=== block 1 ===
==> config.mk <==
export PLATFORM = sky130hd
export DESIGN_NAME = sbox_block_sequencer
export DESIGN_NICKNAME = d
export VERILOG_FILES = /design/src/rtl/sbox_block_sequencer.sv
export SDC_FILE = /design/constraint.sdc
export NUM_CORES = 1
export LEC_CHECK = 0
export CAP_MARGIN = 0
export CORE_MARGIN = 5
export CORE_UTILIZATION = 45
export DETAILED_ROUTE_END_ITERATION = 10
export MAX_ROUTING_LAYER = met4
export PLACE_DENSITY = 0.88
export SYNTH_ARGS = -nofsm -noshare
export SYNTH_HDL_FRONTEND = slang
export SYNTH_SLANG_ARGS = --single-unit
==> constraint.sdc <==
create_clock -name clock -period 2.99 [get_ports clock]
set_input_delay 0.897 -clock clock [delete_from_list [all_inputs] [get_ports clock]]
set_output_delay 0.897 -clock clock [all_outputs]
set_load 0.03 [all_outputs]
==> src/rtl/sbox_block_sequencer.sv <==
// Feeds a NUM_BYTES block through one shared byte-wide S-box and reassembles the results in order.
// Optional: define SBOX_SEQ_STALL_CNT_EN to add the saturating stall_cnt output.
module sbox_block_sequencer #(
  parameter int unsigned NUM_BYTES    = 16,
  parameter int unsigned MAX_INFLIGHT = 4
) (
  input  logic                   clock,
  input  logic                   reset,
  input  logic                   in_valid,
  output logic                   in_ready,
  input  logic [8*NUM_BYTES-1:0] in_data,
  output logic                   out_valid,
  input  logic                   out_ready,
  output logic [8*NUM_BYTES-1:0] out_data,
  output logic                   sbox_in_valid,
  input  logic                   sbox_in_ready,
  output logic [7:0]             sbox_in_data,
  input  logic                   sbox_out_valid,
  output logic                   sbox_out_ready,
  input  logic [7:0]             sbox_out_data,
  output logic                   busy
`ifdef SBOX_SEQ_STALL_CNT_EN
  ,
  output logic [31:0]            stall_cnt
`endif
);

  localparam int unsigned CW = $clog2(NUM_BYTES + 1);
  localparam int unsigned IW = $clog2(MAX_INFLIGHT + 1);
  localparam logic [CW-1:0] NB   = CW'(NUM_BYTES);
  localparam logic [CW-1:0] LAST = CW'(NUM_BYTES - 1);
  localparam logic [IW-1:0] MI   = IW'(MAX_INFLIGHT);

  typedef enum logic [1:0] {IDLE, RUN, DONE} state_t;

  state_t                 state;
  logic [8*NUM_BYTES-1:0] blk;
  logic [CW-1:0]          issue_cnt;
  logic [CW-1:0]          collect_cnt;
  logic [IW-1:0]          inflight;
  logic [7:0]             issue_byte;
  logic                   issue_hs;
  logic                   ret_hs;

  always_comb begin
    issue_byte = '0;
    for (int unsigned i = 0; i < NUM_BYTES; i++)
      if (issue_cnt == CW'(i)) issue_byte = blk[8*i +: 8];
  end

  // Handshake outputs decode only registered state, so out_ready never reaches in_ready.
  assign in_ready       = (state == IDLE);
  assign out_valid      = (state == DONE);
  assign busy           = (state != IDLE);
  assign sbox_in_valid  = (state == RUN) && (issue_cnt < NB) && (inflight < MI);
  assign sbox_in_data   = sbox_in_valid ? issue_byte : '0;
  assign sbox_out_ready = (state == RUN) && (collect_cnt < NB);
  assign issue_hs       = sbox_in_valid && sbox_in_ready;
  assign ret_hs         = sbox_out_valid && sbox_out_ready;

  always_ff @(posedge clock) begin
    if (reset) begin
      state       <= IDLE;
      blk         <= '0;
      out_data    <= '0;
      issue_cnt   <= '0;
      collect_cnt <= '0;
      inflight    <= '0;
    end else begin
      unique case (state)
        IDLE: begin
          if (in_valid) begin
            blk         <= in_data;
            issue_cnt   <= '0;
            collect_cnt <= '0;
            inflight    <= '0;
            state       <= RUN;
          end
        end
        RUN: begin
          if (issue_hs) issue_cnt <= issue_cnt + CW'(1);
          if (ret_hs) begin
            for (int unsigned i = 0; i < NUM_BYTES; i++)
              if (collect_cnt == CW'(i)) out_data[8*i +: 8] <= sbox_out_data;
            collect_cnt <= collect_cnt + CW'(1);
            if (collect_cnt == LAST) state <= DONE;
          end
          if (issue_hs && !ret_hs)      inflight <= inflight + IW'(1);
          else if (!issue_hs && ret_hs) inflight <= inflight - IW'(1);
        end
        DONE: begin
          if (out_ready) begin
            issue_cnt   <= '0;
            collect_cnt <= '0;
            inflight    <= '0;
            state       <= IDLE;
          end
        end
        default: state <= IDLE;
      endcase
    end
  end

`ifdef SBOX_SEQ_STALL_CNT_EN
  always_ff @(posedge clock) begin
    if (reset)
      stall_cnt <= '0;
    else if (sbox_in_valid && !sbox_in_ready && (stall_cnt != '1))
      stall_cnt <= stall_cnt + 32'd1;
  end
`endif

endmodule

==> block_1/floorplan.png <==
The bar under the picture is 50 um long. Pins as bars on the die edge. Tap cells in gray.
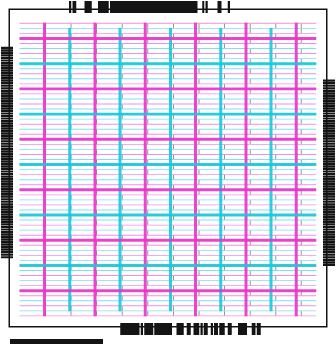
legend:
  magenta:
    net: VSS
  cyan:
    net: VDD
rows: 58
met5 straps: 11
met1 rails: 59

==> block_1/class_map.png <==
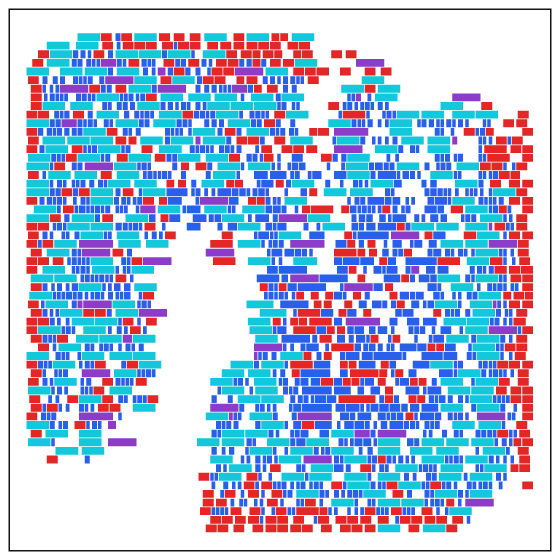
legend:
  blue:
    class: remaining logic cells
    cells: 1152
  cyan:
    class: registers
    cells: 271
  purple:
    class: clock drivers and dummy loads
    cells: 51
  red:
    class: remaining buffers and delay cells
    cells: 385

==> block_1/clock_wires.png <==
The bar under the picture is 50 um long.
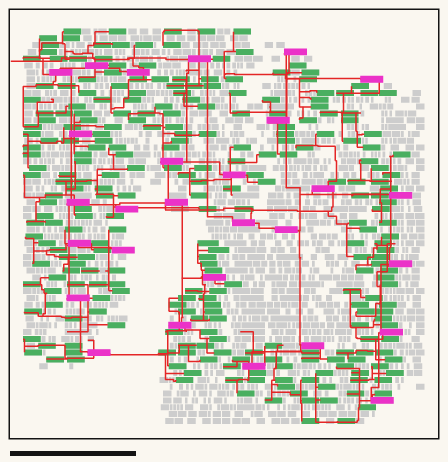
legend:
  red:
    item: clock wires
    length: 3200 um
  green:
    item: flip-flops
    count: 271
  magenta:
    item: clock-net drivers
    count: 28
routed clock nets: 29
flops lie: all over the die

## metrics by stage
step | setup TNS, ps | hold WS (ps) | area [um^2]
floorplan | -53.32 | 431.1 | 11620
global placement | -868.5 | 436.5 | 15230
detailed placement | -1130 | 445.7 | 15230
CTS | -4970 | 454.0 | 16450
global route | -5503 | 468.0 | 16680
finish | -4781 | 451.4 | 16680
## registers in the layout (all words and copies together) (netlist names)
register	count
issue_cnt	5
blk	128
collect_cnt	5
inflight	3
state	2
out_data	128
## critical path, stage by stage, from the launching register on
cell and delay [ps]:
dfxtp_4 360, buf_4 140, ha_4 180, bufbuf_16 280, nand2_1 90, a21oi_1 100
a221o_1 300, a311oi_2 420, o32ai_4 170, buf_6 170
## per-layer routing
| metal | GRT usage (%) | vias up |
|---|---|---|
| met1 | 31.33 | 5653 |
| met2 | 45.25 | 571 |
| met4 | 7.986 | 0 |
| met5 | - | - |
| met3 | 6.551 | 110 |
| li1 | - | 5785 |
## what timing repair did
item                                   in CTS  in global routing
cloned                                      1                  1
gates resized                              41                 37
endpoints found under the hold margin       0                  0
pin swaps                                  20                 14
setup buffers                               1                  4
setup endpoints to repair                  11                  9
==> metrics.cfg <==
[power]
power.switching_fraction_pct=24.49
leakagePower_uw=0.005865
power_frac_seq_pct=44.8
p_seq_uw=3810
power.ir.vdd_worst_mv=0.4651
internal_power_uw=6432

[clock_network]
clockBufferDepth=3
tritoncts=built
ctsHoldBuffers=0
tritoncts_num_sinks=271
clk_pin_slew_ps=60

[final_layout]
insertedDiodeCount=0
seqCellArea_um2=5434
area_dominant_class=combinational gates
n_clock_buffer=37
final_cell_count_no_fill=2189
n_fill_cell=1944

[yosys]
yosys_warnings=0
synthSimpleGateAreaFrac_pct=26.05
yosys.area_share.adder_pct=1.254
synth_cell_types=70

[worst_setup_path]
worstReg2RegEnd=inflight[2]
worst_r2r_path_depth=9
req_time_crit_path_ps=2090
worst-endpoint-arrival_ps=2750

[sta]
finalClockPeriodUsage_pct=122.1
finalWorstSetupSlack_ps=-659.5
final-max-slew-violation-count=0
finalSetupViolCount=8
worst_slew_pin_slew_ps=880.9

[global_route]
globalRouteOverflowTotal=0

[route]
drt-wirelength-per-cell_um=18.51
num_vias=12120
vias_per_cell=5.536

[flow_run]
max_cap_viol_count=0

[outcome]
run_status=finished with violations
failed_checks=setup timing

[place]
dpl.cell_count=2134

[floorplanning]
fp_util_pct=45.83

[hold_path]
min_path_type=flop to flop


=== block 2 ===
==> block_2/clock_wires.png <==
The bar under the picture is 50 um long.
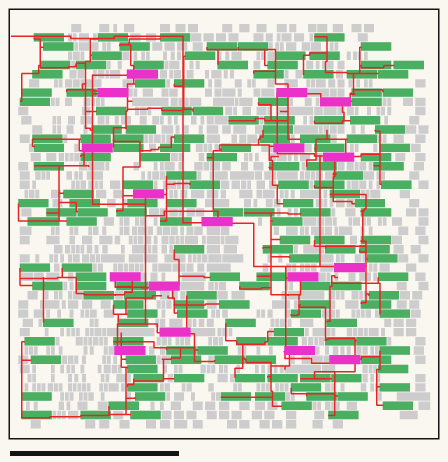
### src/rtl/dtree_feature_framer.sv
// Byte-stream framer for the cardio decision tree: collects a 20-byte frame,
// drops the unused features 4 and 5, and holds the parallel vector until released.
module dtree_feature_framer #(
  parameter int                 N_RAW     = 20,
  parameter logic [N_RAW-1:0]   DROP_MASK = 20'h00030
) (
  input  logic       clk,
  input  logic       rst_n,
  input  logic [7:0] in_data,
  input  logic       in_sof,
  input  logic       in_valid,
  output logic       in_ready,
  output logic [7:0] X0,
  output logic [7:0] X1,
  output logic [7:0] X2,
  output logic [7:0] X3,
  output logic [7:0] X6,
  output logic [7:0] X7,
  output logic [7:0] X8,
  output logic [7:0] X9,
  output logic [7:0] X10,
  output logic [7:0] X11,
  output logic [7:0] X12,
  output logic [7:0] X13,
  output logic [7:0] X14,
  output logic [7:0] X15,
  output logic [7:0] X16,
  output logic [7:0] X17,
  output logic [7:0] X18,
  output logic [7:0] X19,
  output logic       vec_valid,
  input  logic       vec_ready,
  output logic       sync_err,
  output logic [15:0] frame_cnt
);

  localparam int         IDX_W    = 5;
  localparam logic [IDX_W-1:0] LAST_IDX = IDX_W'(N_RAW - 1);

  typedef enum logic [1:0] {
    HUNT = 2'd0,
    FILL = 2'd1,
    HOLD = 2'd2
  } state_e;

  state_e           state_q;
  logic [IDX_W-1:0] idx_q;
  logic             in_ready_q;
  logic             vec_valid_q;
  logic             sync_err_q;
  logic [15:0]      frame_cnt_q;
  logic [7:0]       feat_q [N_RAW];

  logic             xfer;
  logic             wr_en_d;
  logic [IDX_W-1:0] wr_idx_d;

  assign xfer = in_valid & in_ready_q;

  // NOTE: every signal written in always_comb gets a default first, so no path
  // can leave it unassigned and infer a latch.
  always_comb begin
    wr_en_d  = 1'b0;
    wr_idx_d = idx_q;
    if (xfer) begin
      if (in_sof) begin
        wr_en_d  = (state_q == HUNT) || (state_q == FILL);
        wr_idx_d = '0;
      end else begin
        wr_en_d  = (state_q == FILL);
      end
    end
  end

  // NOTE: sequential state uses non-blocking assignments only, so every register
  // samples pre-edge values regardless of statement order.
  always_ff @(posedge clk or negedge rst_n) begin
    if (!rst_n) begin
      state_q     <= HUNT;
      idx_q       <= '0;
      in_ready_q  <= 1'b0;
      vec_valid_q <= 1'b0;
      sync_err_q  <= 1'b0;
      frame_cnt_q <= '0;
    end else begin
      case (state_q)
        HUNT: begin
          in_ready_q <= 1'b1;
          if (xfer && in_sof) begin
            idx_q   <= IDX_W'(1);
            state_q <= FILL;
          end
        end
        FILL: begin
          if (xfer) begin
            if (in_sof) begin
              // A new start-of-frame restarts assembly; stale features stay until overwritten.
              if (idx_q != '0) sync_err_q <= 1'b1;
              idx_q <= IDX_W'(1);
            end else if (idx_q == LAST_IDX) begin
              idx_q       <= '0;
              vec_valid_q <= 1'b1;
              in_ready_q  <= 1'b0;
              state_q     <= HOLD;
            end else begin
              idx_q <= idx_q + IDX_W'(1);
            end
          end
        end
        HOLD: begin
          if (vec_ready && vec_valid_q) begin
            vec_valid_q <= 1'b0;
            frame_cnt_q <= frame_cnt_q + 16'd1;
            in_ready_q  <= 1'b1;
            state_q     <= HUNT;
          end
        end
        default: begin
          state_q    <= HUNT;
          idx_q      <= '0;
          in_ready_q <= 1'b0;
        end
      endcase
    end
  end

  // NOTE: the feature registers drive the tree directly and must read zero out of
  // reset, so this storage is reset even though it is array-shaped.
  always_ff @(posedge clk or negedge rst_n) begin
    if (!rst_n) begin
      for (int i = 0; i < N_RAW; i++) feat_q[i] <= 8'h00;
    end else if (wr_en_d) begin
      for (int i = 0; i < N_RAW; i++) begin
        if (!DROP_MASK[i] && (wr_idx_d == IDX_W'(i))) feat_q[i] <= in_data;
      end
    end
  end

  assign in_ready  = in_ready_q;
  assign vec_valid = vec_valid_q;
  assign sync_err  = sync_err_q;
  assign frame_cnt = frame_cnt_q;

  assign X0  = feat_q[0];
  assign X1  = feat_q[1];
  assign X2  = feat_q[2];
  assign X3  = feat_q[3];
  assign X6  = feat_q[6];
  assign X7  = feat_q[7];
  assign X8  = feat_q[8];
  assign X9  = feat_q[9];
  assign X10 = feat_q[10];
  assign X11 = feat_q[11];
  assign X12 = feat_q[12];
  assign X13 = feat_q[13];
  assign X14 = feat_q[14];
  assign X15 = feat_q[15];
  assign X16 = feat_q[16];
  assign X17 = feat_q[17];
  assign X18 = feat_q[18];
  assign X19 = feat_q[19];

endmodule
### config.mk
export PLATFORM = sky130hd
export DESIGN_NAME = dtree_feature_framer
export DESIGN_NICKNAME = d
export VERILOG_FILES = /design/src/rtl/dtree_feature_framer.sv
export SDC_FILE = /design/constraint.sdc
export NUM_CORES = 1
export LEC_CHECK = 0
export ABC_AREA = 1
export CORE_MARGIN = 2
export CORE_UTILIZATION = 50
export CTS_CLUSTER_DIAMETER = 50
export DETAILED_ROUTE_END_ITERATION = 10
export GPL_TIMING_DRIVEN = 0
export PLACE_DENSITY_LB_ADDON = 0.2
export SLEW_MARGIN = 10
export SYNTH_ARGS = -nofsm -noshare
export SYNTH_HDL_FRONTEND = slang
export SYNTH_SLANG_ARGS = --single-unit
export TNS_END_PERCENT = 5
### constraint.sdc
create_clock -name clk -period 1.6 [get_ports clk]
set_input_delay 0.32 -clock clk [delete_from_list [all_inputs] [get_ports clk]]
set_output_delay 0.32 -clock clk [all_outputs]
set_load 0.02 [all_outputs]
==> metrics.cfg <==
[outcome]
run_status=finished with violations
failed_checks=setup timing

[final_layout]
num-nonclk-inverters=44
sh_seq_area_pct=40.43
layout.cell_area.non_filler_um2=10540
seqCellArea_um2=4259
area_dominant_class=flip-flops and latches
numSequentialCells=170
layout.cells.most_common=nand2_1
nonClockBufferCount=242

[clock_network]
clockBufferDepth=2
post_cts_resize_count=233
tritoncts=built

[floorplanning]
fp.dieArea_um2=15980
die_x_um=126.4
dieHeight_um=126.4
core_area_um2=14590
fp_util_pct=51.35
pin_count=176

[worst_setup_path]
crit_chain=inv_2, o21ai_2, nor2_4, nand2_4, buf_12, nor2_8, buf_6, nand3_1, nand2_1
critPathCapture=X15[7]
critPathLaunch=state_q[1]
req_time_crit_path_ps=1970
crit_buf_inv=3
path_delay_family=simple AND/OR/NAND/NOR gates
worst_r2r_path_depth=9

[sta]
worst_slew_pin_slew_ps=690.0
fin_setup_tns_ps=-1083
finalSetupViolCount=31
timing_hold_violations_final=0
finalWorstSetupSlack_ps=-74.52
hold_ws_ps=333.0

[yosys]
synth_cell_types=27
edf_count=0
ff_type=dfrtp_1

[hold_path]
min-delay-start=in_data[7]
min_delay_worst_endpoint=X1[7]
min_delay_path_depth=3
min_path_type=input port to flop

[route]
drt-wirelength-per-cell_um=17.40
wirelength_met1_um=9681
topRoutingLayerUsed=met4
met3_wire_len_um=1616

[power]
cellPowerDensity_nw_per_um2=1360

[place]
detailedPlacementHpwl_um=14370
dpl-instance-area_um2=9427
io_buffer_count=167

[global_route]
global_route_wire_length_before_repair_um=34850

[flow_run]
warning_count=31

## Picture notes: block_2/clock_wires.png
legend:
  green:
    item: flip-flops
    count: 170
  magenta:
    item: clock-net drivers
    count: 17
  red:
    item: clock wires
    length: 1980 um
flops lie: all over the die

-- power by group --
part / switching (uW) / total, uW / internal [uW]
clock network: 1700 / 4560 / 2850
logic: 2810 / 4430 / 1610
registers: 463 / 5350 / 4890
total: 4980 / 14300 / 9350
-- synth_stat cells, types with 2 or more instances --
cell type / count / area (um^2)
buf_4: 9 / 67.56
inv_2: 5 / 18.77
inv_1: 37 / 138.9
xor2_1: 4 / 35.03
clkbuf_1: 16 / 60.06
o21ai_0: 31 / 155.2
o21ai_1: 3 / 15.01
buf_6: 2 / 22.52
nor3_1: 2 / 10.01
nor2_4: 2 / 22.52
ha_1: 3 / 37.54
buf_2: 22 / 110.1
dfrtp_1: 170 / 4254
nand4_1: 93 / 581.8
nand3_1: 60 / 300.3
nor2_1: 26 / 97.59
nor2_2: 7 / 43.79
xnor2_1: 4 / 35.03
nand2_2: 5 / 31.28
nand2_1: 368 / 1381
buf_1: 3 / 11.26
-- tightest hold or removal path, cell delays in order --
cell and delay, ps:
clkbuf_1 200, nand4_1 150, nand2_1 50

=== block 3 ===
==> block_3/floorplan.png <==
The bar under the picture is 20 um long. Pins as bars on the die edge. Tap cells in gray.
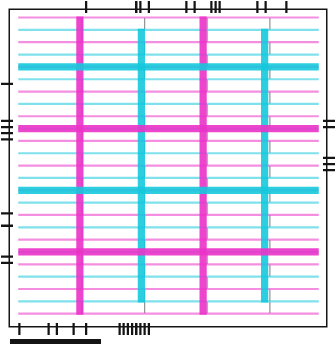
==> block_3/class_map.png <==
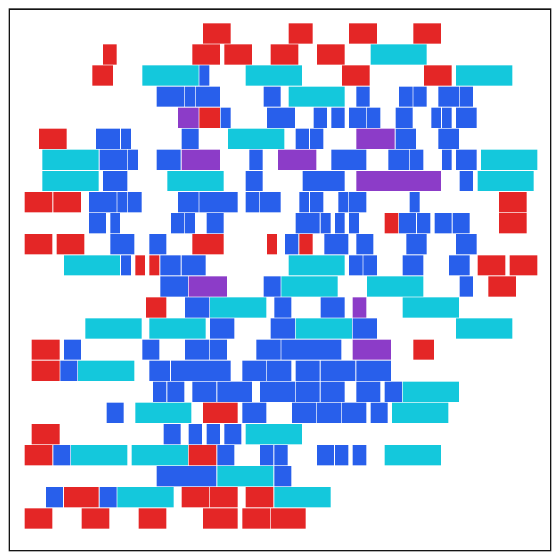
File: src/rtl/hazard_pkg.sv
// Shared types for the pipeline hazard controller: scoreboard slot layout,
// forwarding select encoding and the empty-slot constant used for bubbles.
package hazard_pkg;

  localparam int REG_ID_W = 3;

  typedef struct packed {
    logic                valid;
    logic                writes_rd;
    logic [REG_ID_W-1:0] rd;
    logic                is_load;
    logic                sets_flags;
  } sb_entry_t;

  typedef enum logic [1:0] {
    FWD_RF    = 2'd0,
    FWD_EXMEM = 2'd1,
    FWD_MEMWB = 2'd2
  } fwd_sel_t;

  localparam sb_entry_t SB_NOP = '{
    valid:      1'b0,
    writes_rd:  1'b0,
    rd:         {REG_ID_W{1'b0}},
    is_load:    1'b0,
    sets_flags: 1'b0
  };

endpackage

File: src/rtl/hazard_match.sv
// Combinational RAW check of one ID read register against one scoreboard slot.
module hazard_match
  import hazard_pkg::*;
(
  input  sb_entry_t           slot_i,
  input  logic [REG_ID_W-1:0] rs_i,
  input  logic                uses_i,
  output logic                hit_o
);

  assign hit_o = uses_i && slot_i.valid && slot_i.writes_rd && (slot_i.rd == rs_i);

endmodule

File: src/rtl/pipeline_hazard_ctrl.sv
// Hazard/sequencing controller for the 5-stage pipeline: scoreboard, IF/ID stall,
// redirect squash and stall counter. Define HAZARD_FORWARD_EN to add EX operand forwarding.
module pipeline_hazard_ctrl
  import hazard_pkg::*;
#(
  parameter int REG_ID_LEN    = REG_ID_W,
  parameter int STALL_CNT_LEN = 16
) (
  input  logic                     clk,
  input  logic                     rst,
  input  logic                     id_valid,
  input  logic [REG_ID_LEN-1:0]    id_rs1,
  input  logic [REG_ID_LEN-1:0]    id_rs2,
  input  logic                     id_uses_rs1,
  input  logic                     id_uses_rs2,
  input  logic                     id_writes_rd,
  input  logic [REG_ID_LEN-1:0]    id_rd,
  input  logic                     id_is_load,
  input  logic                     id_sets_flags,
  input  logic                     id_uses_flags,
  input  logic                     id_redirect,
  output logic                     pc_ld,
  output logic                     pr1_hold,
  output logic                     pr1_flush,
  output logic                     pr2_bubble,
`ifdef HAZARD_FORWARD_EN
  output logic [1:0]               fwd_sel_a,
  output logic [1:0]               fwd_sel_b,
`endif
  output logic [STALL_CNT_LEN-1:0] stall_count
);

  // Slot 0 = EX, 1 = MEM, 2 = WB
  sb_entry_t                slot_q [3];
  sb_entry_t                ex_d;
  logic [2:0]               hit_a_s;
  logic [2:0]               hit_b_s;
  logic                     reg_stall_s;
  logic                     flag_stall_s;
  logic                     stall_s;
  logic [STALL_CNT_LEN-1:0] cnt_q;
  logic [STALL_CNT_LEN-1:0] cnt_d;
  logic                     unused_slot_bits;

  for (genvar s = 0; s < 3; s++) begin : g_match
    hazard_match u_match_a (
      .slot_i (slot_q[s]),
      .rs_i   (id_rs1),
      .uses_i (id_uses_rs1),
      .hit_o  (hit_a_s[s])
    );
    hazard_match u_match_b (
      .slot_i (slot_q[s]),
      .rs_i   (id_rs2),
      .uses_i (id_uses_rs2),
      .hit_o  (hit_b_s[s])
    );
  end

  // MEM/WB flag and load attributes only ride along for pipeline bookkeeping
  assign unused_slot_bits = ^{slot_q[0].is_load, slot_q[1].is_load, slot_q[1].sets_flags,
                              slot_q[2].is_load, slot_q[2].sets_flags};

`ifdef HAZARD_FORWARD_EN
  // A load result is not available for forwarding until it reaches MEM; WB writes too late
  assign reg_stall_s = ((hit_a_s[0] || hit_b_s[0]) && slot_q[0].is_load) ||
                       hit_a_s[2] || hit_b_s[2];
`else
  assign reg_stall_s = (|hit_a_s) || (|hit_b_s);
`endif

  assign flag_stall_s = id_uses_flags && slot_q[0].valid && slot_q[0].sets_flags;
  assign stall_s      = !rst && id_valid && (reg_stall_s || flag_stall_s);

  // Next EX slot: the ID instruction when it advances, otherwise a bubble
  always_comb begin
    ex_d = SB_NOP;
    if (id_valid && !stall_s) begin
      ex_d = '{valid: 1'b1, writes_rd: id_writes_rd, rd: id_rd,
               is_load: id_is_load, sets_flags: id_sets_flags};
    end else begin
      ex_d = SB_NOP;
    end
  end

  // Scoreboard shift register
  always_ff @(posedge clk) begin
    if (rst) begin
      slot_q[0] <= SB_NOP;
      slot_q[1] <= SB_NOP;
      slot_q[2] <= SB_NOP;
    end else begin
      slot_q[0] <= ex_d;
      slot_q[1] <= slot_q[0];
      slot_q[2] <= slot_q[1];
    end
  end

  // Pipeline register controls; redirect is only honoured once the stall clears
  always_comb begin
    pc_ld      = 1'b1;
    pr1_hold   = 1'b0;
    pr1_flush  = 1'b0;
    pr2_bubble = 1'b0;
    if (stall_s) begin
      pc_ld      = 1'b0;
      pr1_hold   = 1'b1;
      pr2_bubble = 1'b1;
    end else if (!rst && id_valid && id_redirect) begin
      pr1_flush = 1'b1;
    end else begin
      pr1_flush = 1'b0;
    end
  end

  // Saturating stall-cycle counter
  always_comb begin
    cnt_d = cnt_q;
    if (stall_s && !(&cnt_q)) begin
      cnt_d = cnt_q + {{(STALL_CNT_LEN-1){1'b0}}, 1'b1};
    end else begin
      cnt_d = cnt_q;
    end
  end

  always_ff @(posedge clk) begin
    if (rst) begin
      cnt_q <= {STALL_CNT_LEN{1'b0}};
    end else begin
      cnt_q <= cnt_d;
    end
  end

  assign stall_count = cnt_q;

`ifdef HAZARD_FORWARD_EN
  fwd_sel_t fwd_a_s, fwd_b_s, fwd_a_d, fwd_b_d, fwd_a_q, fwd_b_q;

  // Operand source selection; the youngest producer (EX) wins
  always_comb begin
    fwd_a_s = FWD_RF;
    fwd_b_s = FWD_RF;
    if (hit_a_s[0]) begin
      fwd_a_s = FWD_EXMEM;
    end else if (hit_a_s[1]) begin
      fwd_a_s = FWD_MEMWB;
    end else begin
      fwd_a_s = FWD_RF;
    end
    if (hit_b_s[0]) begin
      fwd_b_s = FWD_EXMEM;
    end else if (hit_b_s[1]) begin
      fwd_b_s = FWD_MEMWB;
    end else begin
      fwd_b_s = FWD_RF;
    end
  end

  // Selects travel with the instruction into EX; bubbles read the register file
  always_comb begin
    fwd_a_d = FWD_RF;
    fwd_b_d = FWD_RF;
    if (id_valid && !stall_s) begin
      fwd_a_d = fwd_a_s;
      fwd_b_d = fwd_b_s;
    end else begin
      fwd_a_d = FWD_RF;
      fwd_b_d = FWD_RF;
    end
  end

  always_ff @(posedge clk) begin
    if (rst) begin
      fwd_a_q <= FWD_RF;
      fwd_b_q <= FWD_RF;
    end else begin
      fwd_a_q <= fwd_a_d;
      fwd_b_q <= fwd_b_d;
    end
  end

  assign fwd_sel_a = fwd_a_q;
  assign fwd_sel_b = fwd_b_q;
`endif

endmodule

File: config.mk
export PLATFORM = sky130hd
export DESIGN_NAME = pipeline_hazard_ctrl
export DESIGN_NICKNAME = d
export VERILOG_FILES = /design/src/rtl/hazard_pkg.sv /design/src/rtl/hazard_match.sv /design/src/rtl/pipeline_hazard_ctrl.sv
export SDC_FILE = /design/constraint.sdc
export NUM_CORES = 1
export LEC_CHECK = 0
export CAP_MARGIN = 10
export CORE_MARGIN = 1.5
export CORE_UTILIZATION = 35
export DETAILED_ROUTE_END_ITERATION = 7
export GPL_TIMING_DRIVEN = 0
export SLEW_MARGIN = 20
export SYNTH_ARGS = -nofsm -noshare
export SYNTH_HDL_FRONTEND = slang
export SYNTH_SLANG_ARGS = --single-unit
File: constraint.sdc
create_clock -name clk -period 4.5 [get_ports clk]
set_input_delay 1.125 -clock clk [delete_from_list [all_inputs] [get_ports clk]]
set_output_delay 1.125 -clock clk [all_outputs]
set_load 0.02 [all_outputs]
==> metrics.cfg <==
[route]
detailedRoute.firstPassIterationCount=4
post-route-drc-count=0

[yosys]
syn-instance-count=173
netlist.top_cell.by_area=dfxtp_1
flops_latches_synth=32

[power]
totalPowerFinal_uw=619.2

[final_layout]
nonClockBufferCount=47
seqCellArea_um2=640.6
num-nonclk-inverters=5

[place]
detailedPlacementHpwl_um=2629
dpl.cell_count=262

[clock_network]
clk_pin_slew_ps=80
worstSkewPairLatency_ps=290
clockBufferDepth=2
cts_setup_buffers=0
cts-buffers-inserted=5

[sta]
final-max-slew-violation-count=0
max_clock_freq_ghz=0.2317

[outcome]
run_status=complete, no violations

[global_route]
grtUsageMet3_pct=3.924

[worst_setup_path]
crit_buf_inv=4
critical_path.max_fanout=11

## Picture notes: block_3/floorplan.png
legend:
  cyan:
    net: VDD
  magenta:
    net: VSS
tap cells: 52
met5 straps: 4
met1 rails: 25
rows: 24
signal pins: 39
worst vdd ir: 0.1973 mV
chip height: 69.66 um
Die X: 69.66 um
core footprint: 4324 um^2

## Picture notes: block_3/class_map.png
legend:
  red:
    class: remaining buffers and delay cells
    cells: 47
  blue:
    class: remaining logic cells
    cells: 132
  purple:
    class: clock drivers and dummy loads
    cells: 8
  cyan:
    class: registers
    cells: 32

-- worst register-to-register path: cells and delay by family (launching register included) --
kind                       cells  cell delay [ps]
DFF                            1              410
AOI/OAI and AO/OA              1               70
and+or+nand+nor                5             1190
buffers and inverters          1              230
adders and majority gates      1              250
-- worst paths after layout --
check                       from             end  cells after the start
hold / removal     slot_q[0][12]   slot_q[0][19]                      1
setup / recovery       id_rs2[2]        pr1_hold                      9
hold reg to reg    slot_q[0][12]   slot_q[0][19]                      1
setup reg to reg  stall_count[0]  stall_count[4]                      8
-- power breakdown --
group	total, uW	internal, uW	switching [uW]
Clock	279	164	115
Sequential	291	288	3.69
Combinational	49.1	24.0	25.0
-- cells by family (layout without fill, tap and decap cells) --
group	count (synthesis)	count (layout)	synth area share, %
AND/OR/NAND/NOR	76	76	28.56
AND-OR/OR-AND	31	31	14.16
XOR/XNOR	18	18	10.14
flip-flops	32	32	41.19
adder cells (fa/ha/maj)	1	1	0.8044
buffers and inverters	14	60	4.505
multiplexers	1	1	0.6436

=== block 4 ===
[src/rtl/mem_access_stage.sv]
`default_nettype none
// ============================================================================
// Module  : mem_access_stage
// Brief   : MEM pipeline stage; issues one data-memory access per load/store,
//           stalls upstream until the response arrives, flags misalignment.
// Revision: 1.0
// ============================================================================
module mem_access_stage (
    input  logic        clk,
    input  logic        reset,
    input  logic [2:0]  MemRead,
    input  logic [1:0]  MemWrite,
    input  logic [31:0] Aluout,
    input  logic [31:0] busB,
    output logic        dmem_req,
    output logic        dmem_we,
    output logic [31:0] dmem_addr,
    output logic [3:0]  dmem_be,
    output logic [31:0] dmem_wdata,
    input  logic        dmem_ack,
    input  logic [31:0] dmem_rdata,
    output logic        mem_stall,
    output logic [31:0] mem_result,
    output logic        addr_exc,
    output logic [4:0]  exc_code,
    output logic [31:0] badvaddr
);

    localparam logic [2:0] LD_LW  = 3'b001;
    localparam logic [2:0] LD_LB  = 3'b010;
    localparam logic [2:0] LD_LBU = 3'b011;
    localparam logic [2:0] LD_LH  = 3'b100;
    localparam logic [2:0] LD_LHU = 3'b101;

    localparam logic [1:0] ST_SW  = 2'b01;
    localparam logic [1:0] ST_SB  = 2'b10;
    localparam logic [1:0] ST_SH  = 2'b11;

    localparam logic [4:0] EXC_ADEL = 5'd4;
    localparam logic [4:0] EXC_ADES = 5'd5;

    typedef enum logic [1:0] {
        S_IDLE = 2'd0,
        S_BUSY = 2'd1,
        S_DONE = 2'd2
    } state_t;

    state_t      state_q;
    logic [2:0]  ld_type_q;
    logic [1:0]  off_q;
    logic        is_load_q;
    logic [31:0] load_data_q;

    logic        w_is_load;
    logic        w_is_store;
    logic        w_misaligned;
    logic        w_start;
    logic        w_exc;
    logic [3:0]  w_be;
    logic [31:0] w_wdata;
    logic [7:0]  w_byte;
    logic [15:0] w_half;
    logic [31:0] w_load_d;

    // A load takes precedence when both load and store codes are non-zero.
    always_comb begin
        w_is_load    = (MemRead != 3'b000) && (MemRead <= LD_LHU);
        w_is_store   = !w_is_load && (MemWrite != 2'b00);
        w_misaligned = 1'b0;
        if (w_is_load) begin
            case (MemRead)
                LD_LW:          w_misaligned = |Aluout[1:0];
                LD_LH, LD_LHU:  w_misaligned = Aluout[0];
                default:        w_misaligned = 1'b0;
            endcase
        end else if (w_is_store) begin
            case (MemWrite)
                ST_SW:   w_misaligned = |Aluout[1:0];
                ST_SH:   w_misaligned = Aluout[0];
                default: w_misaligned = 1'b0;
            endcase
        end
    end

    always_comb begin
        w_be    = 4'b0000;
        w_wdata = 32'h0;
        if (w_is_store) begin
            case (MemWrite)
                ST_SW: begin
                    w_be    = 4'b1111;
                    w_wdata = busB;
                end
                ST_SH: begin
                    w_be    = Aluout[1] ? 4'b1100 : 4'b0011;
                    w_wdata = {2{busB[15:0]}};
                end
                ST_SB: begin
                    w_be    = 4'b0001 << Aluout[1:0];
                    w_wdata = {4{busB[7:0]}};
                end
                default: begin
                    w_be    = 4'b0000;
                    w_wdata = 32'h0;
                end
            endcase
        end
    end

    // Extraction uses the latched type/offset, since dmem_addr is word-aligned.
    always_comb begin
        w_byte   = dmem_rdata[{off_q, 3'b000} +: 8];
        w_half   = off_q[1] ? dmem_rdata[31:16] : dmem_rdata[15:0];
        w_load_d = 32'h0;
        case (ld_type_q)
            LD_LW:   w_load_d = dmem_rdata;
            LD_LB:   w_load_d = {{24{w_byte[7]}}, w_byte};
            LD_LBU:  w_load_d = {24'h0, w_byte};
            LD_LH:   w_load_d = {{16{w_half[15]}}, w_half};
            LD_LHU:  w_load_d = {16'h0, w_half};
            default: w_load_d = 32'h0;
        endcase
    end

    assign w_start = (state_q == S_IDLE) && (w_is_load || w_is_store) && !w_misaligned;
    assign w_exc   = !reset && (state_q == S_IDLE) && (w_is_load || w_is_store) && w_misaligned;

    always_ff @(posedge clk) begin
        if (reset) begin
            state_q     <= S_IDLE;
            dmem_req    <= 1'b0;
            dmem_we     <= 1'b0;
            dmem_addr   <= 32'h0;
            dmem_be     <= 4'b0000;
            dmem_wdata  <= 32'h0;
            load_data_q <= 32'h0;
            ld_type_q   <= 3'b000;
            off_q       <= 2'b00;
            is_load_q   <= 1'b0;
        end else begin
            case (state_q)
                S_IDLE: begin
                    if (w_start) begin
                        state_q    <= S_BUSY;
                        dmem_req   <= 1'b1;
                        dmem_we    <= w_is_store;
                        dmem_addr  <= {Aluout[31:2], 2'b00};
                        dmem_be    <= w_be;
                        dmem_wdata <= w_wdata;
                        ld_type_q  <= w_is_load ? MemRead : 3'b000;
                        off_q      <= Aluout[1:0];
                        is_load_q  <= w_is_load;
                    end
                end
                S_BUSY: begin
                    if (dmem_ack) begin
                        state_q     <= S_DONE;
                        dmem_req    <= 1'b0;
                        load_data_q <= w_load_d;
                    end
                end
                S_DONE: begin
                    state_q <= S_IDLE;
                end
                default: begin
                    state_q  <= S_IDLE;
                    dmem_req <= 1'b0;
                end
            endcase
        end
    end

    assign mem_stall  = w_start || (state_q == S_BUSY);
    assign mem_result = ((state_q == S_DONE) && is_load_q) ? load_data_q : Aluout;
    assign addr_exc   = w_exc;
    assign exc_code   = w_exc ? (w_is_load ? EXC_ADEL : EXC_ADES) : 5'd0;
    assign badvaddr   = w_exc ? Aluout : 32'h0;

endmodule
`default_nettype wire

[config.mk]
export PLATFORM = sky130hd
export DESIGN_NAME = mem_access_stage
export DESIGN_NICKNAME = d
export VERILOG_FILES = /design/src/rtl/mem_access_stage.sv
export SDC_FILE = /design/constraint.sdc
export NUM_CORES = 1
export LEC_CHECK = 0
export ABC_AREA = 1
export CORE_ASPECT_RATIO = 1.2
export CORE_MARGIN = 1
export CORE_UTILIZATION = 44
export CTS_CLUSTER_SIZE = 28
export DETAILED_ROUTE_END_ITERATION = 8
export GPL_TIMING_DRIVEN = 0
export PLACE_DENSITY = 0.78
export SYNTH_ARGS = -nofsm -noshare
export SYNTH_HDL_FRONTEND = slang
export SYNTH_SLANG_ARGS = --single-unit
[constraint.sdc]
create_clock -name clk -period 2.04 [get_ports clk]
set_input_delay 0.408 -clock clk [delete_from_list [all_inputs] [get_ports clk]]
set_output_delay 0.408 -clock clk [all_outputs]
set_load 0.02 [all_outputs]
==> block_4/floorplan.png <==
The bar under the picture is 20 um long. Pins as bars on the die edge. Tap cells in gray.
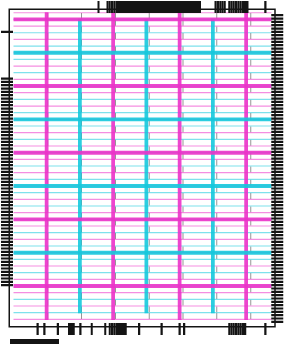
legend:
  cyan:
    net: VDD
  magenta:
    net: VSS
rows: 46
signal pins: 245
met5 straps: 9
tap cells: 168
met4 straps: 7
core footprint: 13180 um^2
worst vdd ir: 0.4562 mV
chip height: 129.0 um
Die X: 107.8 um

==> metrics.cfg <==
[final_layout]
final_cell_count_no_fill=1422
n_fill_cell=1068
area.combinational_um2=3667
layout.cell_area.non_filler_um2=9656
layout.cells.most_common=nand2_1
n_clock_buffer=10
clock_tree_area_fraction_pct=3.201
insertedDiodeCount=0
area_dominant_class=combinational gates
signal_buffer_area_fraction_pct=31.45
sh_seq_area_pct=22.42

[place]
place.gp.congestion=0.9942
io_buffer_count=237
dpl-instance-area_um2=8512
dpl.cell_count=1386

[sta]
finalWorstSetupSlack_ps=-115.0
finalSetupViolCount=63
timing.slew.headroom_pct=58.28
max_clock_freq_ghz=0.4640
hold_ws_ps=365.1

[global_route]
grt_util_all_layers_pct=33.89
busiest_layer=met2

[yosys]
seq_area_frac_synth_pct=36.59
yosys.area_share.adder_pct=0
synthSimpleGateAreaFrac_pct=35.34
flops_latches_synth=108
synthAoiAreaFrac_pct=17.57
synth.comb.largest_family=simple AND/OR/NAND/NOR gates
yosys_warnings=0
xor_area_share_pct=0

[power]
power.switching_fraction_pct=34.83
comb_power_share_pct=34.2
totalPowerFinal_uw=6404
power.group.top=registers
power_frac_seq_pct=37.1

[worst_setup_path]
max_stage_delay_ps=240
critPathCapture=badvaddr[14]
path_class=input port to output port
crit_buf_inv=5
critical_path.most_common_cell=buf_8
crit_chain=buf_8, inv_2, nand3_2, nand2_2, nand2_2, nand2_4, buf_8, nand4_4, buf_8, nor2_2, buf_6
worst_setup_path_start_kind=input port
ff_to_ff_start=state_q[1]
worst_r2r_path_depth=7

[clock_network]
tritoncts_num_sinks=108
cts-buffers-inserted=9
worstSkewPairLatency_ps=360
ctsHtreeMaxLevel=3
cts_root_buf=clkbuf_16

[route]
drt-wirelength-per-cell_um=16.68
met3_wire_len_um=1718
vias_per_cell=5.215
topRoutingLayerUsed=met4
detailedRoute.firstPassIterationCount=5
routed_wirelength_um=23720

[hold_path]
min_path_type=input port to flop

[floorplanning]
fp_util_pct=44.84
placement_rows=46

[outcome]
run_status=finished with violations
failed_checks=setup timing

-- repair_timing --
action                                  CTS  global route
pin swaps                                17             8
gates resized                           548            46
endpoints found under the setup margin   68            71
setup buffers                             9             2
cloned                                   10             0
hold buffers                              0             0
-- flip-flops by register name, indices dropped and copies added (netlist names) --
name / cells
load_data_q: 32
dmem_wdata: 32
dmem_addr: 30
is_load_q: 1
off_q: 2
state_q: 2
dmem_be: 4
ld_type_q: 3
dmem_req: 1
dmem_we: 1
-- cells by family (layout without fill, tap and decap cells) --
logic type / count (synthesis) / count (layout)
buf+inv: 139 / 410
simple gates: 522 / 524
compound gates: 207 / 207
flops: 108 / 108
other cells: 1 / 5
-- synthesized netlist by cell type (all sizes together) --
| library cell | instances | area share (%) |
|---|---|---|
| a21oi | 108 | 9.1 |
| buf | 34 | 3.7 |
| clkbuf | 37 | 2.4 |
| clkinv | 1 | 0.063 |
| conb | 1 | 0.063 |
| dfxtp | 108 | 37 |
| inv | 67 | 4.3 |
| nand2 | 268 | 17 |
| nand3 | 48 | 4.1 |
| nand4 | 1 | 0.36 |
| nor2 | 199 | 13 |
| nor3 | 6 | 0.51 |
| o21ai | 98 | 8.3 |
| o31ai | 1 | 0.13 |

=== block 5 ===
==> block_5/floorplan.png <==
The bar under the picture is 100 um long. Pins as bars on the die edge. Tap cells in gray.
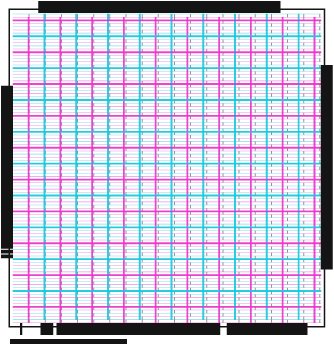
==> block_5/class_map.png <==
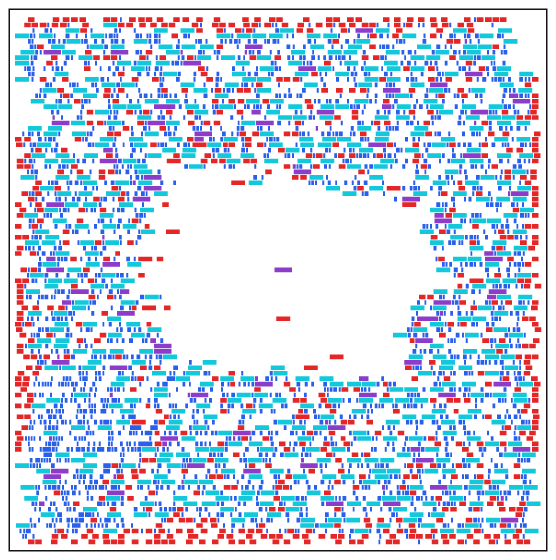
<file path="src/rtl/wra_pkg.sv">
// Shared widths, beat count and FSM state encoding for the WRA result write-back path.
package wra_pkg;

    localparam int RW    = 512;
    localparam int OW    = 128;
    localparam int AW    = 12;
    localparam int CW    = 16;
    localparam int BEATS = RW / OW;

    typedef enum logic [2:0] {
        ST_IDLE  = 3'd0,
        ST_FETCH = 3'd1,
        ST_CAPT  = 3'd2,
        ST_SEND  = 3'd3,
        ST_FIN   = 3'd4
    } wb_state_e;

endpackage

</file>
<file path="src/rtl/wra_wb_serializer.sv">
// Splits one RW-bit result word into RW/OW output beats, lane 0 first, and holds
// each beat stable on the valid/ready port until the sink accepts it.
module wra_wb_serializer #(
    parameter int RW = wra_pkg::RW,
    parameter int OW = wra_pkg::OW
) (
    input  logic          clk,
    input  logic          rst,
    input  logic          load,
    input  logic [RW-1:0] load_data,
    input  logic          last_word,
    input  logic          out_ready,
    output logic [OW-1:0] out_data,
    output logic          out_valid,
    output logic          out_last,
    output logic          word_done
);
    import wra_pkg::*;

    localparam int NBEATS = RW / OW;
    localparam int BW     = $clog2(NBEATS);

    logic [RW-1:0] shreg;
    logic [BW-1:0] beat_idx;
    logic          valid_q;
    logic          accept;
    logic          final_beat;

    assign accept     = valid_q && out_ready;
    assign final_beat = (beat_idx == BW'(NBEATS - 1));

    // Shifting right by one lane per accept keeps the current beat in the low lane,
    // so out_data needs no wide multiplexer.
    always_ff @(posedge clk) begin
        // NOTE: state registers use non-blocking assignments so every flop samples
        // the pre-edge value of its neighbours, regardless of statement order.
        if (rst) begin
            // NOTE: the data register is reset only because out_data must read 0
            // after reset; bulk datapath storage normally needs no reset.
            shreg    <= '0;
            beat_idx <= '0;
            valid_q  <= 1'b0;
        end else if (load) begin
            shreg    <= load_data;
            beat_idx <= '0;
            valid_q  <= 1'b1;
        end else if (accept) begin
            shreg    <= {{OW{1'b0}}, shreg[RW-1:OW]};
            beat_idx <= beat_idx + 1'b1;
            if (final_beat) begin
                valid_q <= 1'b0;
            end
        end
    end

    assign out_data  = shreg[OW-1:0];
    assign out_valid = valid_q;
    assign out_last  = valid_q && final_beat && last_word;
    assign word_done = accept && final_beat;

    assert property (@(posedge clk) disable iff (rst)
        (out_valid && !out_ready) |=> (out_valid && $stable(out_data) && $stable(out_last)));

endmodule

</file>
<file path="src/rtl/wra_result_writeback.sv">
// Drain controller: fetches result-buffer words from a start address and streams them
// out as OW-bit beats; busy covers the whole transfer and done pulses for one cycle at the end.
module wra_result_writeback #(
    parameter int RW = wra_pkg::RW,
    parameter int OW = wra_pkg::OW,
    parameter int AW = wra_pkg::AW,
    parameter int CW = wra_pkg::CW
) (
    input  logic          clk,
    input  logic          rst,
    input  logic          start,
    input  logic [AW-1:0] base_addr,
    input  logic [CW-1:0] word_cnt,
    output logic          res_rd,
    output logic [AW-1:0] res_addr,
    input  logic [RW-1:0] res_data,
    output logic [OW-1:0] out_data,
    output logic          out_valid,
    input  logic          out_ready,
    output logic          out_last,
    output logic          busy,
    output logic          done
);
    import wra_pkg::*;

    wb_state_e     state;
    wb_state_e     state_next;
    logic [AW-1:0] cur_addr;
    logic [CW-1:0] words_left;
    logic          last_word;
    logic          load;
    logic          word_done;

    assign last_word = (words_left == CW'(1));

    always_comb begin
        // NOTE: every signal driven here gets a default first, so no path through
        // the case statement leaves one unassigned and infers a latch.
        state_next = state;
        res_rd     = 1'b0;
        load       = 1'b0;
        busy       = (state != ST_IDLE);
        done       = 1'b0;
        case (state)
            ST_IDLE: begin
                if (start) begin
                    state_next = (word_cnt == '0) ? ST_FIN : ST_FETCH;
                end
            end
            ST_FETCH: begin
                res_rd     = 1'b1;
                state_next = ST_CAPT;
            end
            ST_CAPT: begin
                load       = 1'b1;
                state_next = ST_SEND;
            end
            ST_SEND: begin
                if (word_done) begin
                    state_next = last_word ? ST_FIN : ST_FETCH;
                end
            end
            ST_FIN: begin
                done       = 1'b1;
                state_next = ST_IDLE;
            end
            default: begin
                state_next = ST_IDLE;
            end
        endcase
    end

    // cur_addr only advances when another fetch follows, so res_addr keeps showing
    // the last word read once the transfer ends; the address wraps modulo 2^AW.
    always_ff @(posedge clk) begin
        if (rst) begin
            state      <= ST_IDLE;
            cur_addr   <= '0;
            words_left <= '0;
        end else begin
            state <= state_next;
            if (state == ST_IDLE && start) begin
                cur_addr   <= base_addr;
                words_left <= word_cnt;
            end else if (word_done) begin
                words_left <= words_left - 1'b1;
                if (!last_word) begin
                    cur_addr <= cur_addr + 1'b1;
                end
            end
        end
    end

    assign res_addr = cur_addr;

    wra_wb_serializer #(
        .RW (RW),
        .OW (OW)
    ) u_serializer (
        .clk       (clk),
        .rst       (rst),
        .load      (load),
        .load_data (res_data),
        .last_word (last_word),
        .out_ready (out_ready),
        .out_data  (out_data),
        .out_valid (out_valid),
        .out_last  (out_last),
        .word_done (word_done)
    );

    assert property (@(posedge clk) disable iff (rst) done |=> !done);
    assert property (@(posedge clk) disable iff (rst) out_valid |-> (state == ST_SEND));

endmodule

</file>
<file path="config.mk">
export PLATFORM = sky130hd
export DESIGN_NAME = wra_result_writeback
export DESIGN_NICKNAME = d
export VERILOG_FILES = /design/src/rtl/wra_pkg.sv /design/src/rtl/wra_wb_serializer.sv /design/src/rtl/wra_result_writeback.sv
export SDC_FILE = /design/constraint.sdc
export NUM_CORES = 1
export LEC_CHECK = 0
export ABC_AREA = 1
export CORE_AREA = 2 2 266 268
export DETAILED_ROUTE_END_ITERATION = 6
export DIE_AREA = 0 0 268 270
export PLACE_DENSITY = 0.57
export SYNTH_ARGS = -nofsm -noshare
export SYNTH_HDL_FRONTEND = slang
export SYNTH_SLANG_ARGS = --single-unit
</file>
<file path="constraint.sdc">
create_clock -name clk -period 4.4 [get_ports clk]
set_input_delay 0.88 -clock clk [delete_from_list [all_inputs] [get_ports clk]]
set_output_delay 0.88 -clock clk [all_outputs]
set_load 0.01 [all_outputs]
</file>
==> metrics.cfg <==
[worst_setup_path]
worstReg2RegEnd=u_serializer.shreg[310]
worst-endpoint-arrival_ps=2220
ff_to_ff_start=state[1]
critPathCapture=out_last
worst-r2r-setup-slack_ps=1800
endpoint_kind=output port
worst_r2r_path_depth=6

[final_layout]
n_clock_buffer=89
comb-cell-share_pct=31.97
sh_seq_area_pct=34.48
signal_buffer_area_fraction_pct=23.02
final_cell_count_no_fill=4566
design.final.nets=4115
area_dominant_class=flip-flops and latches
seqCellArea_um2=10930
post_route_cells_drive_above_1_share_pct=4.017

[hold_path]
min_path_type=flop to flop
min_delay_path_depth=2

[floorplanning]
pin_count=689
die_x_um=268
fp_util_pct=33.93

[route]
post-route-drc-count=0
dr.first_iter.drc_count=1815
detailedRoute.firstPassIterationCount=5
met3_wire_len_um=5406
num_vias=22820
drt-wirelength-per-cell_um=18.52
route.antenna.remaining_nets=0
topRoutingLayerUsed=met5
met2_length_um=40540

[yosys]
synth.comb.largest_family=simple AND/OR/NAND/NOR gates
synth_net_count=3725
yosys-top-cells-count=nand2_1, dfxtp_1, nand3_1
yosysChipArea_um2=23600
seq_area_frac_synth_pct=46.32
asyncSetResetFlopFracSynth_pct=0
netlist.top_cell.by_area=dfxtp_1
ys_top_cells_by_area=dfxtp_1, nand2_1, a31oi_1, nand3_1, buf_4
syn-instance-count=3177
synth.yosys.num_cells=3177
ff_type=dfxtp_1

[clock_network]
cts_setup_buffers=0
post_cts_resize_count=0
cts-buffers-inserted=60
ctsHtreeMaxLevel=2
ctsHoldBuffers=0

[global_route]
antenna_violations_before_repair=20
largest_net_degree_at_the_start_of_global_routing=199
busiest_layer=met2
gr-usage-met1_pct=29.23
grtUsageMet2_pct=36.62
grtUsageMet3_pct=4.978
grt_pass1_vias=21410
grt_util_all_layers_pct=22.34

[sta]
worst_slew_pin_slew_ps=973.5
final-max-slew-violation-count=0
fin_worst_skew_ps=11.99
max_clock_freq_ghz=0.3225
finalSetupViolCount=0
fin_setup_tns_ps=0
timing_hold_violations_final=0

[power]
totalPowerFinal_uw=18010
leakagePower_uw=0.01047
cellPowerDensity_nw_per_um2=568.1

[flow_run]
warning_count=51

[place]
dpl-instance-area_um2=29760
detailedPlacementHpwl_um=56900

[outcome]
run_status=complete, no violations

About block_5/floorplan.png:
legend:
  cyan:
    net: VDD
  magenta:
    net: VSS
met5 straps: 19
met4 straps: 19
rows: 97
signal pins: 689

About block_5/class_map.png:
legend:
  red:
    class: remaining buffers and delay cells
    cells: 719
  blue:
    class: remaining logic cells
    cells: 2240
  purple:
    class: clock drivers and dummy loads
    cells: 105
  cyan:
    class: registers
    cells: 546

-- report_power, final --
group	internal, uW	switching, uW	leakage, uW
sequential	6170	706	0.00444
clock	2860	2090	0.000943
combinational	2300	3900	0.00509
-- cell usage in the layout, fill, tap and decap left out, types with 2 or more instances in the layout --
cell                n
nand2_1          1087
clkdlybuf4s50_1   687
dfxtp_1           546
nand3_1           380
a31oi_1           363
a21oi_1           169
o21ai_0            81
clkbuf_16          61
nor2_1             53
inv_1              45
buf_4              17
diode_2            16
clkbuf_1           15
buf_12             14
clkbuf_8           13
clkinv_2           11
o21ai_1             6
xor2_1              6
nor3_1              5
inv_2               5
nand4_1             5
nand2_2             4
ha_1                4
inv_8               3
xnor2_1             3
nor3_2              3
o211ai_1            3
nor2_4              2
o21bai_1            2
or2_2               2
a211oi_1            2
bufinv_16           2
-- worst max-delay path, cell delays in order, from the launching register on --
cell and delay [ps]:
dfxtp_1 320, inv_1 70, ha_1 170, nand3_1 80
nor2_1 140, nand2_1 150, nor2_1 110, clkdlybuf4s50_1 570
-- sequential cells by signal (all words and copies together) (netlist names) --
name and count:
state 3, u_serializer.out_valid 1, u_serializer.shreg 512, u_serializer.beat_idx 2, words_left 16, res_addr 12


## Gallery

Wiring by layer.
(a)
The bar under the picture is 50 um long. Only two layers are drawn.
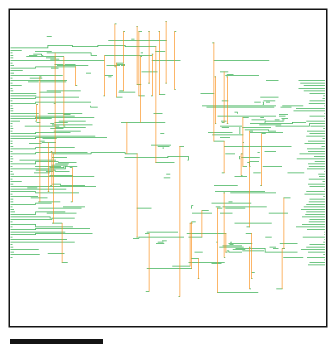
(b)
The bar under the picture is 20 um long. Only two layers are drawn.
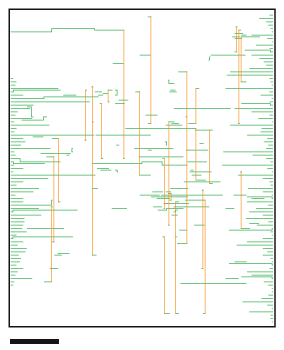
(c)
The bar under the picture is 20 um long. Only two layers are drawn.
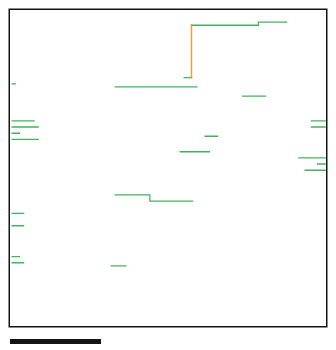
(d)
The bar under the picture is 50 um long. Only two layers are drawn.
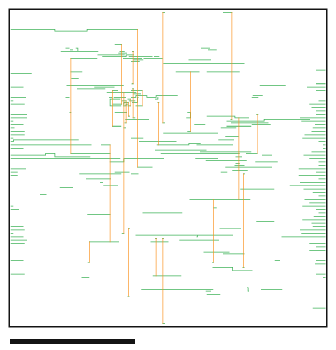
(e)
The bar under the picture is 100 um long. Only two layers are drawn.
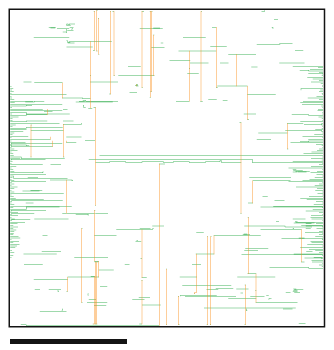
(d) is block 2.
(b) is block 4.
(a) is block 1.
(e) is block 5.
(c) is block 3.

Power is estimated from default activity; no workload was simulated.
